# ---- block 1 ----
`config.mk`:
```
export PLATFORM = sky130hd
export DESIGN_NAME = ram_arbiter
export DESIGN_NICKNAME = d
export VERILOG_FILES = /design/src/rtl/ram_arbiter.sv
export SDC_FILE = /design/constraint.sdc
export NUM_CORES = 1
export LEC_CHECK = 0
export CAP_MARGIN = 5
export CORE_MARGIN = 2
export CORE_UTILIZATION = 37
export CTS_BUF_LIST = sky130_fd_sc_hd__clkbuf_8
export CTS_CLUSTER_DIAMETER = 50
export CTS_CLUSTER_SIZE = 24
export DETAILED_ROUTE_END_ITERATION = 10
export HOLD_SLACK_MARGIN = 0.1
export PLACE_DENSITY = 0.79
export SETUP_SLACK_MARGIN = 0.05
export SYNTH_ARGS = -nofsm -noshare
export SYNTH_HDL_FRONTEND = slang
export SYNTH_SLANG_ARGS = --single-unit
export TNS_END_PERCENT = 5
```
`constraint.sdc`:
```
create_clock -name clk -period 1.35 [get_ports clk]
set_input_delay 0.135 -clock clk [delete_from_list [all_inputs] [get_ports clk]]
set_output_delay 0.135 -clock clk [all_outputs]
set_load 0.01 [all_outputs]
```
`src/rtl/ram_arbiter.sv`:
```
// rtl/ram_arbiter.sv - two-port arbiter and access sequencer for a single-port synchronous RAM
module ram_arbiter #(
  parameter int ADDR_W         = 9,
  parameter int DATA_W         = 32,
  parameter int FIXED_PRIORITY = 0
) (
  input  logic              clk,
  input  logic              clear,
  input  logic              req0,
  input  logic              req1,
  input  logic              we0,
  input  logic              we1,
  input  logic [ADDR_W-1:0] addr0,
  input  logic [ADDR_W-1:0] addr1,
  input  logic [DATA_W-1:0] wdata0,
  input  logic [DATA_W-1:0] wdata1,
  output logic              ack0,
  output logic              ack1,
  output logic [DATA_W-1:0] rdata0,
  output logic [DATA_W-1:0] rdata1,
  output logic              busy,
  output logic              grant_id,
  output logic              ram_read,
  output logic              ram_write,
  output logic [ADDR_W-1:0] ram_address,
  output logic [DATA_W-1:0] ram_data_in,
  input  logic [DATA_W-1:0] ram_data_out
);

  typedef enum logic [1:0] {IDLE, ACCESS, RESP} state_t;

  state_t              state;
  logic                last_grant;
  logic                cur_we;
  logic                elig0;
  logic                elig1;
  logic                pick;
  logic                sel_we;
  logic [ADDR_W-1:0]   sel_addr;
  logic [DATA_W-1:0]   sel_wdata;

  // A port in its own ack cycle is not eligible, so a held-over req is not re-served.
  always_comb begin
    elig0 = req0 && !ack0;
    elig1 = req1 && !ack1;
    pick  = 1'b0;
    if (elig0 && elig1) begin
      pick = (FIXED_PRIORITY != 0) ? 1'b0 : ~last_grant;
    end else if (elig1) begin
      pick = 1'b1;
    end
    sel_we    = pick ? we1    : we0;
    sel_addr  = pick ? addr1  : addr0;
    sel_wdata = pick ? wdata1 : wdata0;
  end

  always_ff @(posedge clk) begin
    if (clear) begin
      state       <= IDLE;
      last_grant  <= 1'b1;
      cur_we      <= 1'b0;
      ack0        <= 1'b0;
      ack1        <= 1'b0;
      busy        <= 1'b0;
      grant_id    <= 1'b0;
      ram_read    <= 1'b0;
      ram_write   <= 1'b0;
      ram_address <= '0;
      ram_data_in <= '0;
      rdata0      <= '0;
      rdata1      <= '0;
    end else begin
      ack0 <= 1'b0;
      ack1 <= 1'b0;
      case (state)
        IDLE: begin
          if (elig0 || elig1) begin
            grant_id    <= pick;
            last_grant  <= pick;
            cur_we      <= sel_we;
            ram_address <= sel_addr;
            ram_data_in <= sel_wdata;
            ram_read    <= !sel_we;
            ram_write   <= sel_we;
            busy        <= 1'b1;
            state       <= ACCESS;
          end
        end
        ACCESS: begin
          ram_read  <= 1'b0;
          ram_write <= 1'b0;
          state     <= RESP;
        end
        RESP: begin
          // RAM output is registered, so read data is valid one cycle after the strobe.
          if (!cur_we) begin
            if (grant_id) rdata1 <= ram_data_out;
            else          rdata0 <= ram_data_out;
          end
          if (grant_id) ack1 <= 1'b1;
          else          ack0 <= 1'b1;
          busy  <= 1'b0;
          state <= IDLE;
        end
        default: state <= IDLE;
      endcase
    end
  end

endmodule
```
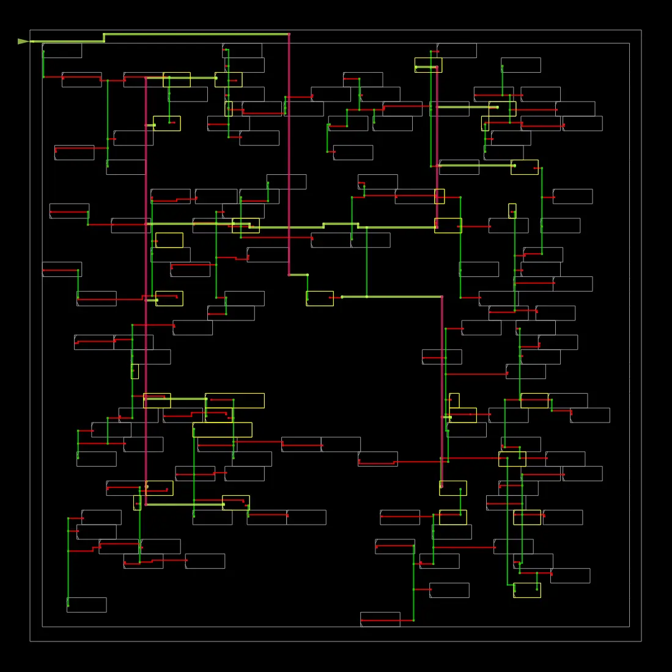
Block 1: clock wiring as the flow saved it
CTS sink cnt: 115
Worst Skew: 8.67 ps

==> Slide: Implementation Results <==
Synthesis and Place & Route Summary

Run
  • Number of OpenROAD warnings: 29

Outcome
  • Status: finished, violations left
  • Violations in the final reports: negative setup slack

Placed design
  • Gp weighted congestion: 0.777
  • Post-DP HPWL: 10,600 um

Synth
  • Synthesized area: around 4500 um^2
  • Post-Synth Adder-Cell Area: 0%
  • EDFF count, synth: 0
  • # Cells Yosys: 550
  • Cell count after synthesis: 550
  • Synth top area share: 51.4%

Power
  • Sw power: about 0.0023 W
  • Gate power share: 20.5%
  • Clock network power: 0.00313 W
  • Switching part of the total: 26.5%

Timing
  • Final Setup Violations: 42
  • Worst setup slack after layout: -139 ps
  • Slew HR: 67.3%

Setup path
  • Worst path required time: between 1500 and 2000 ps
  • Setup crit end: ram_data_in[18]
  • Crit path launch type: flip-flop

Layout
  • Flops: 115
  • ClkCell Share: 5.19%
  • FILL cells: 1,027

Min path
  • Min-delay src: clear
  • WHS Endpoint: rdata1[7]

Detailed routing
  • DRC violations left: 0
  • M1 WL: 5580 um
  • Final ANT Viol Nets: 0

Clocking
  • Cts hold-fix bufs: 0

GRT
  • Pin count of the biggest net entering global routing: approximately 46
  • Gr ovfl total: 0

Die
  • Fp util: a little under two fifths
[registers in the layout, indices dropped and copies added (netlist names)]
signal / count
ram_data_in: 32
last_grant: 1
busy: 1
ram_read: 1
ack1: 1
grant_id: 1
ack0: 1
rdata0: 32
rdata1: 32
cur_we: 1
ram_address: 9
ram_write: 1
state: 2
[placed cells by master (no fill, tap or decap), types with 2 or more instances in the layout]
cell	synthesis	routed
clkdlybuf4s50_1	0	118
a211oi_1	28	25
a21oi_1	108	71
inv_1	1	6
buf_12	0	10
nor3b_1	2	2
nand2_1	173	163
clkbuf_8	0	22
a211oi_2	15	18
nor2_1	44	43
dfxtp_1	115	110
clkinv_2	0	2
nand2_2	0	10
nand2b_4	0	3
nor3_1	2	2
bufinv_16	0	2
dlygate4sd2_1	0	107
buf_4	0	16
dfxtp_2	0	4
a21oi_2	0	37
[stage by stage]
step           hold slack, ps  area (um^2)
4_1_cts                   125         7400
3_5_place_dp              446         7110
3_3_place_gp              440         7110
6_report                  157         7550
2_1_floorplan             271         4600
5_1_grt                   149         7550

# ---- block 2 ----
Block 2, register map, names as in the netlist:
Bar = 100 um. Other sequential cells in the stronger grey, the rest of the logic in the fainter grey.
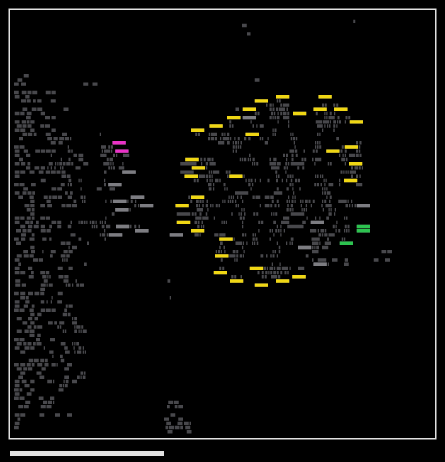
Block 2, gate families picked out:
Bar = 100 um.
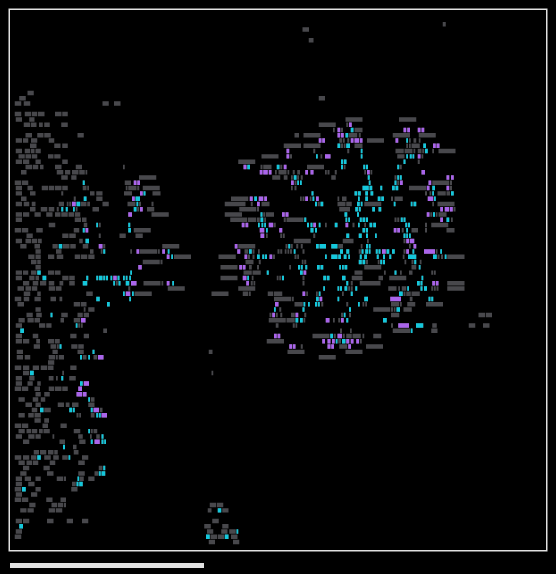
$ cat config.mk
export PLATFORM = sky130hd
export DESIGN_NAME = barrier_rx_filter_flat
export DESIGN_NICKNAME = d
export VERILOG_FILES = /design/src/rtl/barrier_rx_filter_if.sv /design/src/rtl/barrier_rx_filter.sv /design/src/flat_wrapper.sv
export SDC_FILE = /design/constraint.sdc
export NUM_CORES = 1
export LEC_CHECK = 0
export ABC_AREA = 1
export CORE_AREA = 2 2 274 276
export CTS_CLUSTER_SIZE = 28
export DETAILED_ROUTE_END_ITERATION = 6
export DIE_AREA = 0 0 276 278
export PLACE_DENSITY = 0.31
export SLEW_MARGIN = 5
export SYNTH_ARGS = -nofsm -noshare
export SYNTH_HDL_FRONTEND = slang
export SYNTH_SLANG_ARGS = --single-unit
$ cat constraint.sdc
create_clock -name clk -period 3.7 [get_ports clk]
set_input_delay 0.37 -clock clk [delete_from_list [all_inputs] [get_ports clk]]
set_output_delay 0.37 -clock clk [all_outputs]
set_load 0.03 [all_outputs]
$ cat src/rtl/barrier_rx_filter_if.sv
// barrier_rx_filter_if: rx metadata stream, rx data stream and token output
// of the barrier receive filter, bundled for port connection.
//
// Handshake rule for every stream here: a transfer happens on a rising clk
// edge where valid and ready are both 1. A source holds valid and its payload
// stable until that transfer, and never waits for ready before raising valid.
//
// Modports: slave = the filter (consumes rx streams, sources tokens);
//           master = the environment (sources rx streams, consumes tokens).
interface barrier_rx_filter_if #(
  parameter int DATA_W = 512
) ();
  logic              s_rx_meta_valid;
  logic              s_rx_meta_ready;
  logic [47:0]       s_rx_meta_data;
  logic              s_rx_data_valid;
  logic              s_rx_data_ready;
  logic [DATA_W-1:0] s_rx_data_data;
  logic              s_rx_data_last;
  logic              m_token_valid;
  logic              m_token_ready;
  logic [2:0]        m_token_src;

  modport slave (
    input  s_rx_meta_valid, s_rx_meta_data,
    output s_rx_meta_ready,
    input  s_rx_data_valid, s_rx_data_data, s_rx_data_last,
    output s_rx_data_ready,
    output m_token_valid, m_token_src,
    input  m_token_ready
  );

  modport master (
    output s_rx_meta_valid, s_rx_meta_data,
    input  s_rx_meta_ready,
    output s_rx_data_valid, s_rx_data_data, s_rx_data_last,
    input  s_rx_data_ready,
    input  m_token_valid, m_token_src,
    output m_token_ready
  );
endinterface

$ cat src/rtl/barrier_rx_filter.sv
// barrier_rx_filter: turns token packets from known peer sessions into
// per-peer pending-token counts and presents them round-robin on a
// valid/ready token output. Non-token packets are drained and dropped.
// Optional macro BARRIER_FILTER_STAT_EN adds stat_accepted / stat_dropped.
module barrier_rx_filter #(
  parameter int          NUM_NODES = 8,
  parameter int          CNT_W     = 4,
  parameter int          DATA_W    = 512,
  parameter logic [31:0] TOKEN_PAT = 32'hFFFF_FFFF
) (
  input  logic                   clk,
  input  logic                   rstn,
  barrier_rx_filter_if.slave     bus,
  input  logic [NUM_NODES*16-1:0] session_table,
  input  logic                   enable,
  output logic                   overflow,
  input  logic                   clear,
  output logic [1:0]             dbg_state
`ifdef BARRIER_FILTER_STAT_EN
  ,
  output logic [31:0]            stat_accepted,
  output logic [31:0]            stat_dropped
`endif
);

  typedef enum logic [1:0] {S_META = 2'd0, S_FIRST = 2'd1, S_DRAIN = 2'd2} state_t;

  localparam logic [CNT_W-1:0] CNT_MAX = '1;

  state_t           state;
  logic             meta_rdy, data_rdy;
  logic             hit_q;
  logic [2:0]       idx_q;
  logic             inc_valid;
  logic [2:0]       inc_idx;
  logic [CNT_W-1:0] cnt     [NUM_NODES];
  logic [CNT_W-1:0] cnt_nxt [NUM_NODES];
  logic             tv;
  logic [2:0]       tsrc;
  logic [2:0]       rr;

  logic             hit_c;
  logic [2:0]       idx_c;
  logic             meta_hs, data_hs, first_hs, tok_c, tok_hs;
  logic             sat_c;
  logic [NUM_NODES-1:0] pend;
  logic [2:0]       base;
  logic             pick_valid;
  logic [2:0]       pick_src;

  // Length field and data above the pattern word carry nothing for us.
  logic unused_bits;
  assign unused_bits = ^{bus.s_rx_meta_data[47:16], bus.s_rx_data_data[DATA_W-1:32]};

  assign bus.s_rx_meta_ready = meta_rdy;
  assign bus.s_rx_data_ready = data_rdy;
  assign bus.m_token_valid   = tv;
  assign bus.m_token_src     = tsrc;
  assign dbg_state           = state;

  assign meta_hs  = meta_rdy & bus.s_rx_meta_valid;
  assign data_hs  = data_rdy & bus.s_rx_data_valid;
  assign first_hs = data_hs & (state == S_FIRST);
  assign tok_c    = hit_q & (bus.s_rx_data_data[31:0] == TOKEN_PAT);
  assign tok_hs   = tv & bus.m_token_ready;

  // Session lookup; descending scan so the lowest matching index wins.
  always_comb begin
    hit_c = 1'b0;
    idx_c = '0;
    for (int i = NUM_NODES - 1; i >= 0; i--) begin
      if (session_table[i*16 +: 16] == bus.s_rx_meta_data[15:0]) begin
        hit_c = 1'b1;
        idx_c = 3'(i);
      end
    end
  end

  // Rx packet FSM: classify on metadata, judge the first beat, drain the rest.
  always_ff @(posedge clk or negedge rstn) begin
    if (!rstn) begin
      state     <= S_META;
      meta_rdy  <= 1'b0;
      data_rdy  <= 1'b0;
      hit_q     <= 1'b0;
      idx_q     <= '0;
      inc_valid <= 1'b0;
      inc_idx   <= '0;
    end else begin
      inc_valid <= 1'b0;
      case (state)
        S_META: begin
          meta_rdy <= 1'b1;
          data_rdy <= 1'b0;
          if (meta_hs) begin
            hit_q    <= enable & hit_c;
            idx_q    <= idx_c;
            meta_rdy <= 1'b0;
            data_rdy <= 1'b1;
            state    <= S_FIRST;
          end
        end
        S_FIRST: begin
          if (data_hs) begin
            inc_valid <= tok_c;
            inc_idx   <= idx_q;
            if (bus.s_rx_data_last) begin
              state    <= S_META;
              data_rdy <= 1'b0;
              meta_rdy <= 1'b1;
            end else begin
              state <= S_DRAIN;
            end
          end
        end
        S_DRAIN: begin
          if (data_hs && bus.s_rx_data_last) begin
            state    <= S_META;
            data_rdy <= 1'b0;
            meta_rdy <= 1'b1;
          end
        end
        default: begin
          state    <= S_META;
          meta_rdy <= 1'b0;
          data_rdy <= 1'b0;
        end
      endcase
    end
  end

  // Next counter values: clear dominates; inc and dec on one slot cancel.
  always_comb begin
    logic inc_i, dec_i;
    sat_c = 1'b0;
    inc_i = 1'b0;
    dec_i = 1'b0;
    for (int i = 0; i < NUM_NODES; i++) begin
      cnt_nxt[i] = cnt[i];
      inc_i = inc_valid && (inc_idx == 3'(i));
      dec_i = tok_hs && (tsrc == 3'(i));
      if (clear) begin
        cnt_nxt[i] = '0;
      end else if (inc_i && !dec_i) begin
        if (cnt[i] == CNT_MAX) sat_c = 1'b1;
        else                   cnt_nxt[i] = cnt[i] + 1'b1;
      end else if (dec_i && !inc_i) begin
        cnt_nxt[i] = cnt[i] - 1'b1;
      end
    end
  end

  // Round-robin pick over slots still pending after this cycle's handshake.
  // Increments landing this cycle are deliberately not seen until next cycle.
  always_comb begin
    logic [2:0] j;
    base       = tok_hs ? 3'((int'(tsrc) + 1) % NUM_NODES) : rr;
    pick_valid = 1'b0;
    pick_src   = base;
    j          = '0;
    for (int i = 0; i < NUM_NODES; i++) begin
      pend[i] = (tok_hs && (tsrc == 3'(i))) ? (cnt[i] > CNT_W'(1)) : (cnt[i] != '0);
    end
    for (int k = NUM_NODES - 1; k >= 0; k--) begin
      j = 3'((int'(base) + k) % NUM_NODES);
      if (pend[j]) begin
        pick_valid = 1'b1;
        pick_src   = j;
      end
    end
  end

  // Counters, sticky overflow, rr pointer and the held token output.
  always_ff @(posedge clk or negedge rstn) begin
    if (!rstn) begin
      for (int i = 0; i < NUM_NODES; i++) cnt[i] <= '0;
      overflow <= 1'b0;
      tv       <= 1'b0;
      tsrc     <= '0;
      rr       <= '0;
    end else begin
      for (int i = 0; i < NUM_NODES; i++) cnt[i] <= cnt_nxt[i];
      overflow <= clear ? 1'b0 : (overflow | sat_c);
      if (tok_hs) rr <= 3'((int'(tsrc) + 1) % NUM_NODES);
      if (clear) begin
        tv <= 1'b0;
      end else if (!tv || tok_hs) begin
        tv <= pick_valid;
        if (pick_valid) tsrc <= pick_src;
      end
    end
  end

`ifdef BARRIER_FILTER_STAT_EN
  // Wrapping statistics; a saturated token counts as a dropped packet.
  always_ff @(posedge clk or negedge rstn) begin
    if (!rstn) begin
      stat_accepted <= '0;
      stat_dropped  <= '0;
    end else if (clear) begin
      stat_accepted <= '0;
      stat_dropped  <= '0;
    end else begin
      if (inc_valid && !sat_c) stat_accepted <= stat_accepted + 32'd1;
      stat_dropped <= stat_dropped + 32'(first_hs && !tok_c) + 32'(sat_c);
    end
  end
`endif

endmodule

$ cat src/flat_wrapper.sv
// flat-port wrapper written by rule: the top's interface ports become plain ports
module barrier_rx_filter_flat 
#(
  parameter int          NUM_NODES = 8,
  parameter int          CNT_W     = 4,
  parameter int          DATA_W    = 512,
  parameter logic [31:0] TOKEN_PAT = 32'hFFFF_FFFF
)
  (clk, rstn, session_table, enable, overflow, clear, dbg_state, bus_s_rx_meta_valid, bus_s_rx_meta_data, bus_s_rx_meta_ready, bus_s_rx_data_valid, bus_s_rx_data_data, bus_s_rx_data_last, bus_s_rx_data_ready, bus_m_token_valid, bus_m_token_src, bus_m_token_ready);
  barrier_rx_filter_if #(.DATA_W(DATA_W)) bus_i ();
  input  logic clk;
  input  logic rstn;
  input  logic [NUM_NODES*16-1:0] session_table;
  input  logic enable;
  output logic overflow;
  input  logic clear;
  output logic [1:0] dbg_state;
  input wire logic [$bits(bus_i.s_rx_meta_valid)-1:0] bus_s_rx_meta_valid;
  input wire logic [$bits(bus_i.s_rx_meta_data)-1:0] bus_s_rx_meta_data;
  output wire logic [$bits(bus_i.s_rx_meta_ready)-1:0] bus_s_rx_meta_ready;
  input wire logic [$bits(bus_i.s_rx_data_valid)-1:0] bus_s_rx_data_valid;
  input wire logic [$bits(bus_i.s_rx_data_data)-1:0] bus_s_rx_data_data;
  input wire logic [$bits(bus_i.s_rx_data_last)-1:0] bus_s_rx_data_last;
  output wire logic [$bits(bus_i.s_rx_data_ready)-1:0] bus_s_rx_data_ready;
  output wire logic [$bits(bus_i.m_token_valid)-1:0] bus_m_token_valid;
  output wire logic [$bits(bus_i.m_token_src)-1:0] bus_m_token_src;
  input wire logic [$bits(bus_i.m_token_ready)-1:0] bus_m_token_ready;
  assign bus_i.s_rx_meta_valid = bus_s_rx_meta_valid;
  assign bus_i.s_rx_meta_data = bus_s_rx_meta_data;
  assign bus_s_rx_meta_ready = bus_i.s_rx_meta_ready;
  assign bus_i.s_rx_data_valid = bus_s_rx_data_valid;
  assign bus_i.s_rx_data_data = bus_s_rx_data_data;
  assign bus_i.s_rx_data_last = bus_s_rx_data_last;
  assign bus_s_rx_data_ready = bus_i.s_rx_data_ready;
  assign bus_m_token_valid = bus_i.m_token_valid;
  assign bus_m_token_src = bus_i.m_token_src;
  assign bus_i.m_token_ready = bus_m_token_ready;
  barrier_rx_filter #(.NUM_NODES(NUM_NODES), .CNT_W(CNT_W), .DATA_W(DATA_W), .TOKEN_PAT(TOKEN_PAT)) u_core (.clk(clk), .rstn(rstn), .bus(bus_i), .session_table(session_table), .enable(enable), .overflow(overflow), .clear(clear), .dbg_state(dbg_state));
endmodule
==> Slide: Implementation Results <==
Synthesis and Place & Route Summary

GRT
  • GRT Util Overall: 6.45%
  • Gr ovfl total: 0
  • Initial antenna violation count: 2
  • Global-route wire length before repair: 38,200 um

Die
  • Core area: approximately 74,000 um^2
  • # rows: 100
  • Fp util: 8.04%
  • Chip area: 76,700 um^2
  • Die X: 276 um
  • Top-Level Pins: slightly above 700

Synth
  • Synthesized area: 5940 um^2
  • Synth top area share: 21.9%
  • Yosys cell types: 44
  • Asr flop ratio synth: 100%
  • Post-Synth Adder-Cell Area: 7.80%
  • Register share after synthesis: 21.9%
  • XOR Share, Synth: 16.5%
  • Syn. warnings: 0
  • Synth top area cells: dfrtp_1 (22%), xor2_1 (12%), nand2_1 (11%)
  • Most common reg cell: dfrtp_1
  • Mux share: 0.569%

Timing
  • Slew HR: 52.3%
  • Fin. Hold Viols: 0
  • Tcrit/Tclk final: 81.5%
  • Slew Viols, Final: 0
  • Final Setup Violations: 0
  • Worst Skew: 17.2 ps
  • Min Tclk post-route: 3020 ps
  • Max Clk Rate: roughly 0.33 GHz
  • Worst setup slack after layout: 685 ps

Outcome
  • Status: finished, violations left
  • Violations in the final reports: design-rule violations

Setup path
  • CP max stage cell: dfrtp_1
  • Max FO, Critical Path: 9
  • Critical path capture point type: flip-flop
  • CP top delay family: AND-OR/OR-AND gates
  • Worst path required time: a little under 4000 ps
  • Reg2reg path depth: 16

Layout
  • Combinational share of cell area: 44.1%
  • FILL cells: 8,546
  • Flops: 52
  • Cell area after layout: 9270 um^2
  • Area grow syn2layout: 56.2%
  • Finished Core Util: 12.6%
  • ClkCell Share: 2.00%
  • Combinational Area: ~4100 um^2
  • Inverters: 116
  • Ant diodes: 0
  • Multi-input combinational cell count: 688

Power
  • Flop pwr share: slightly below 20%
  • Max power group: combinational cells
  • Sw power: 0.00200 W
  • Total power: between 0.004 and 0.005 W
  • Total power divided by cell area: 442 nW/um^2

Detailed routing
  • First-pass DRT Iterations: 6
  • Initial drt markers: 182
  • M1 WL: ~10,000 um
  • Met2 WL post-DR: 11,800 um
  • DRC violations left: 2
  • Vias/cell: 3.06

Run
  • Number of OpenROAD warnings: 563

Placed design
  • Gp weighted congestion: 0.785
  • PortBufs: 192
  • Pre-CTS setup slack: 583 ps
  • Placed cell count: ~2k
  • Post-DP HPWL: about 22,000 um

Clocking
  • Cts hold-fix bufs: 0
  • CTS tree: done
  • Clock Tree Root: clkbuf_16
Notes on 'register map, names as in the netlist' of block 2 above:
- u_core.bus.m_token_src: green (placed flops 3)
- u_core.cnt: yellow (placed flops 32)
- u_core.dbg_state: magenta (placed flops 2)
- not coloured: 15

Notes on 'gate families picked out' of block 2 above:
- nand cells: cyan (cells 275)
- aoi and oai cells: purple (cells 126)

## synth_stat cells (all sizes together), types with 3 or more instances
cell     count
clkbuf      18
nand2      173
xnor2       28
dfrtp       52
inv        112
a221oi       3
o21ai       50
a21oi       44
buf          4
ha          37
nand4       24
clkinv       4
or2         12
mux2         3
nor4        25
nor3        11
nand3       75
o2111ai      4
xor2        81
o211ai       5
o22ai       11
nor2        87
## worst max-delay path by stage
| stage | startpoint | to | slack, ps | cells after the start |
|---|---|---|---|---|
| after global routing | u_core.bus.m_token_src[0] | u_core.bus.m_token_src[0] | 410 | 17 |
| after CTS | u_core.bus.m_token_src[0] | u_core.bus.m_token_src[2] | 660 | 16 |
| after floorplan | u_core.bus.m_token_src[0] | u_core.bus.m_token_src[2] | 860 | 16 |
| after global placement | bus_m_token_ready | u_core.bus.m_token_src[0] | 540 | 15 |
| after detailed placement | bus_m_token_ready | u_core.bus.m_token_src[2] | 580 | 16 |
| final | u_core.bus.m_token_src[0] | u_core.bus.m_token_src[2] | 680 | 16 |
## flip-flops by register name, summed over array words and instances (netlist names), 2 cells and up
signal	cells
u_core.bus.m_token_src	3
u_core.cnt	32
u_core.dbg_state	2
u_core.idx_q	3
u_core.inc_idx	3
u_core.rr	3

# ---- block 3 ----
### src/rtl/inta_sequencer.sv
// CPU-side 8259A interrupt-acknowledge initiator: synchronises INT, issues the two
// 8086-mode INTA pulses, captures the vector on pulse 2 and offers it over valid/ready.
module inta_sequencer #(
  parameter int PULSE_CYCLES = 2,
  parameter int GAP_CYCLES   = 2,
  parameter int SYNC_STAGES  = 2
) (
  input  logic       clk,
  input  logic       reset_n,
  input  logic       int_in,
  input  logic       int_enable,
  input  logic [7:0] data_in,
  output logic       inta_n,
  output logic       pulse_idx,
  output logic       busy,
  output logic [7:0] vec_data,
  output logic       vec_valid,
  input  logic       vec_ready,
  output logic       spurious
);

  typedef enum logic [2:0] {
    S_IDLE,
    S_ARM,
    S_P1,
    S_GAP,
    S_P2,
    S_DONE
  } state_t;

  state_t                 r_state;
  state_t                 w_next;
  logic [3:0]             r_cnt;
  logic [3:0]             w_cnt_next;
  logic [SYNC_STAGES-1:0] r_sync;
  logic                   w_int_s;
  logic                   w_capture;
  logic                   w_spurious;

  logic                   r_inta_n;
  logic                   r_pulse_idx;
  logic                   r_busy;
  logic [7:0]             r_vec_data;
  logic                   r_vec_valid;
  logic                   r_spurious;

  assign w_int_s = r_sync[SYNC_STAGES-1];

  // NOTE: sequential state is updated with non-blocking assignments so every
  // flop samples pre-edge values regardless of statement order.
  always_ff @(posedge clk or negedge reset_n) begin
    if (!reset_n) begin
      r_sync <= '0;
    end else begin
      r_sync <= {r_sync[SYNC_STAGES-2:0], int_in};
    end
  end

  // NOTE: every signal written here gets a default first, so no path leaves
  // one unassigned and no latch is inferred.
  always_comb begin
    w_next     = r_state;
    w_cnt_next = r_cnt;
    w_capture  = 1'b0;
    w_spurious = 1'b0;
    case (r_state)
      S_IDLE: begin
        if (w_int_s && int_enable && !r_vec_valid) w_next = S_ARM;
      end
      S_ARM: begin
        if (w_int_s) begin
          w_next     = S_P1;
          w_cnt_next = 4'(PULSE_CYCLES - 1);
        end else begin
          w_next     = S_IDLE;
          w_spurious = 1'b1;
        end
      end
      S_P1: begin
        if (r_cnt == 4'd0) begin
          w_next     = S_GAP;
          w_cnt_next = 4'(GAP_CYCLES - 1);
        end else begin
          w_cnt_next = r_cnt - 4'd1;
        end
      end
      S_GAP: begin
        if (r_cnt == 4'd0) begin
          w_next     = S_P2;
          w_cnt_next = 4'(PULSE_CYCLES - 1);
        end else begin
          w_cnt_next = r_cnt - 4'd1;
        end
      end
      S_P2: begin
        if (r_cnt == 4'd0) begin
          w_next    = S_DONE;
          w_capture = 1'b1;
        end else begin
          w_cnt_next = r_cnt - 4'd1;
        end
      end
      S_DONE:  w_next = S_IDLE;
      default: w_next = S_IDLE;
    endcase
  end

  // Outputs are decoded from the next state and registered, so inta_n is a clean flop.
  always_ff @(posedge clk or negedge reset_n) begin
    if (!reset_n) begin
      r_state     <= S_IDLE;
      r_cnt       <= 4'd0;
      r_inta_n    <= 1'b1;
      r_pulse_idx <= 1'b0;
      r_busy      <= 1'b0;
      r_spurious  <= 1'b0;
      r_vec_data  <= 8'h00;
      r_vec_valid <= 1'b0;
    end else begin
      r_state     <= w_next;
      r_cnt       <= w_cnt_next;
      r_inta_n    <= !((w_next == S_P1) || (w_next == S_P2));
      r_pulse_idx <= (w_next == S_P2) || (w_next == S_DONE);
      r_busy      <= (w_next != S_IDLE);
      r_spurious  <= w_spurious;
      if (w_capture) begin
        r_vec_data  <= data_in;
        r_vec_valid <= 1'b1;
      end else if (r_vec_valid && vec_ready) begin
        r_vec_valid <= 1'b0;
      end
    end
  end

  assign inta_n    = r_inta_n;
  assign pulse_idx = r_pulse_idx;
  assign busy      = r_busy;
  assign vec_data  = r_vec_data;
  assign vec_valid = r_vec_valid;
  assign spurious  = r_spurious;

endmodule

### config.mk
export PLATFORM = sky130hd
export DESIGN_NAME = inta_sequencer
export DESIGN_NICKNAME = d
export VERILOG_FILES = /design/src/rtl/inta_sequencer.sv
export SDC_FILE = /design/constraint.sdc
export NUM_CORES = 1
export LEC_CHECK = 0
export CAP_MARGIN = 30
export CELL_PAD_IN_SITES_DETAIL_PLACEMENT = 1
export CELL_PAD_IN_SITES_GLOBAL_PLACEMENT = 1
export CORE_AREA = 2 2 68 70
export CTS_BUF_LIST = sky130_fd_sc_hd__clkbuf_4 sky130_fd_sc_hd__clkbuf_8
export DETAILED_ROUTE_END_ITERATION = 8
export DIE_AREA = 0 0 70 72
export HOLD_SLACK_MARGIN = 0.03
export PLACE_DENSITY = 0.55
export REMOVE_ABC_BUFFERS = 1
export SETUP_SLACK_MARGIN = 0.05
export SLEW_MARGIN = 20
export SYNTH_ARGS = -nofsm -noshare
export SYNTH_HDL_FRONTEND = slang
export SYNTH_SLANG_ARGS = --single-unit
### constraint.sdc
create_clock -name clk -period 2.2 [get_ports clk]
set_clock_uncertainty 0.15 [all_clocks]
set_input_delay 0.66 -clock clk [delete_from_list [all_inputs] [get_ports clk]]
set_output_delay 0.66 -clock clk [all_outputs]
set_load 0.02 [all_outputs]
==> Slide: Implementation Results <==
Synthesis and Place & Route Summary

GRT
  • Pin count of the biggest net entering global routing: 20
  • Vias in the first global route: 862
  • Gr busiest metal: met2
  • Gr ovfl total: 0
  • Global-route wire length before repair: approximately 4000 um

Detailed routing
  • Vias/cell: ~4.5
  • Final ANT Viol Nets: 0
  • Met2 WL post-DR: around 1100 um
  • M1 WL: around 990 um
  • First-pass DRT Iterations: 3

Clocking
  • H-tree Lvls: 1
  • Clock Tree Root: clkbuf_8
  • CTS Buffer Depth: 2
  • Clk ins delay skew pair: 270 ps
  • CTS tree: done

Placed design
  • Placed cell count: 158
  • Placed Instance Area: 1320 um^2
  • Post-DP HPWL: 1650 um

Run
  • Max-cap viol count: 0
  • Number of OpenROAD warnings: 26

Timing
  • Tcrit/Tclk final: a little over nine tenths
  • Minimum hold slack: approximately 210 ps
  • Slew HR: a little under three quarters
  • Fin. Hold Viols: 0

Die
  • Fp util: 23.6%
  • Die X: 70 um
  • # rows: 24

Setup path
  • Cells along the critical path: clkdlybuf4s50_1
  • Crit path launch type: flip-flop
  • Critical path capture point type: output port

Outcome
  • Status: finished, final reports clean

Layout
  • Finished Core Util: 32.2%
  • Area grow syn2layout: 36.3%

Power
  • LEAKAGE: just under 0.6 nW

Synth
  • Synth area leader: dfrtp_1
  • Yosys cell types: 34
## path summary, 6_finish.rpt
kind / slack, ps / endpoint / start / cells after the start
worst max-delay path: 130 / vec_valid / vec_valid / 1
worst min-delay path: 210 / r_sync[1] / r_sync[0] / 0
worst max register to register: 370 / vec_data[3] / r_cnt[1] / 5
worst min register to register: 210 / r_sync[1] / r_sync[0] / 0
max in group asynchronous: 920 / inta_n / reset_n / 2
min in group asynchronous: 440 / vec_data[3] / reset_n / 1
## power breakdown
group	internal [W]	switching [W]	total, W
sequential	0.000563	0.000142	0.000705
clock	0.000160	0.000141	0.000301
combinational	0.000405	0.000377	0.000782
## cell families after synthesis
logic type	after synthesis	synth area share (%)
AND-OR/OR-AND	18	11.1
adder cells (fa/ha/maj)	2	2.48
buffers and inverters	7	3.35
flip-flops	22	54.8
multiplexers	11	12.1
AND/OR/NAND/NOR	22	16.3
## cell type report
type	count	area, um^2
Multi-Input combinational cell	53	422
Sequential cell	22	552
Inverter	4	15.0
Clock buffer	4	55.1
Fill cell	475	2890
Timing Repair Buffer	27	264
Tap cell	52	65.1
## state kept, by name, indices dropped and copies added, names as in the netlist, 2 cells and up
name and cells:
r_cnt 4, vec_data 8, r_sync 2, r_state 3
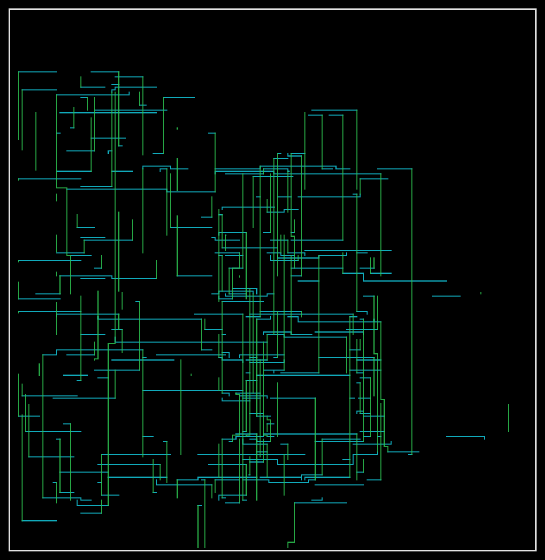
Block 3: metal layers overlaid
Only two layers are drawn.
- metal 2: green (wire length 1,140 um)
- metal 1: cyan (wire length 989 um)
WL/cell: 14.2 um
WL final: 2300 um
via count: 736
GRT Util Overall: 10.1%

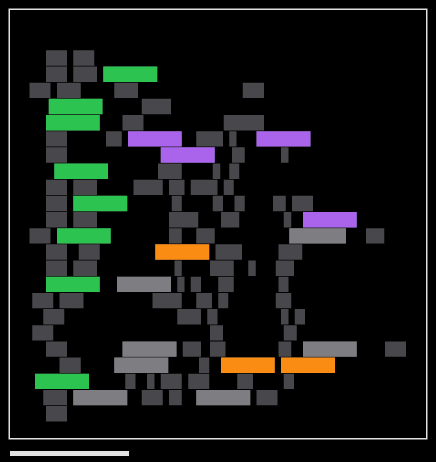
Block 3: register map, names as in the netlist
Bar = 20 um. Other sequential cells in the stronger grey, the rest of the logic in the fainter grey.
- r_state: orange (placed flops 3)
- r_cnt: purple (placed flops 4)
- vec_data: green (placed flops 8)
- not coloured: 7



==> screenshots <==
Ports around the boundary.
Pins as bars across the die edge, other pins in grey.
image #1
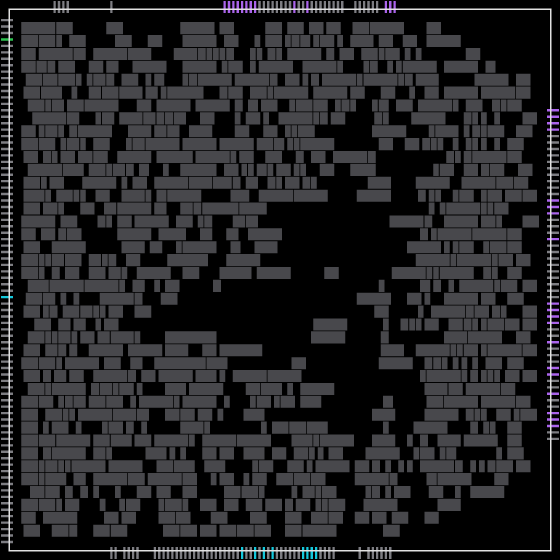
image #2
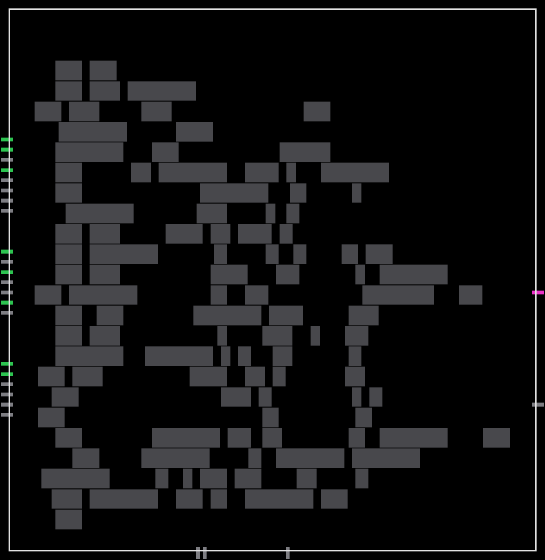
image #3
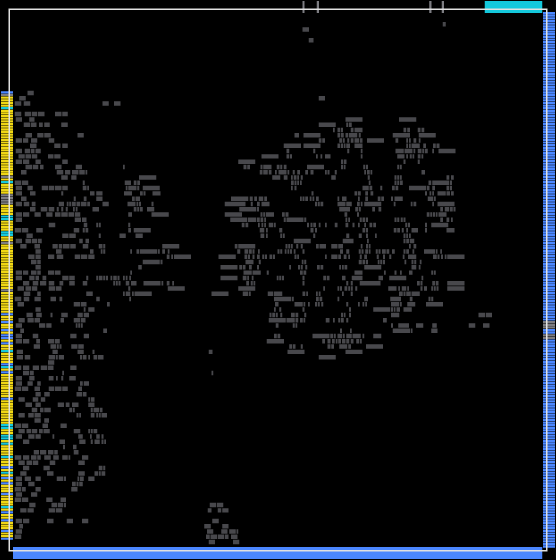
For block 3, see image #2.
For block 2, see image #3.
For block 1, see image #1.
The one with the fewest pins is image #2.
The one with the most pins is image #3.

Power figures rest on the tool's default switching activity, not on a simulated workload.
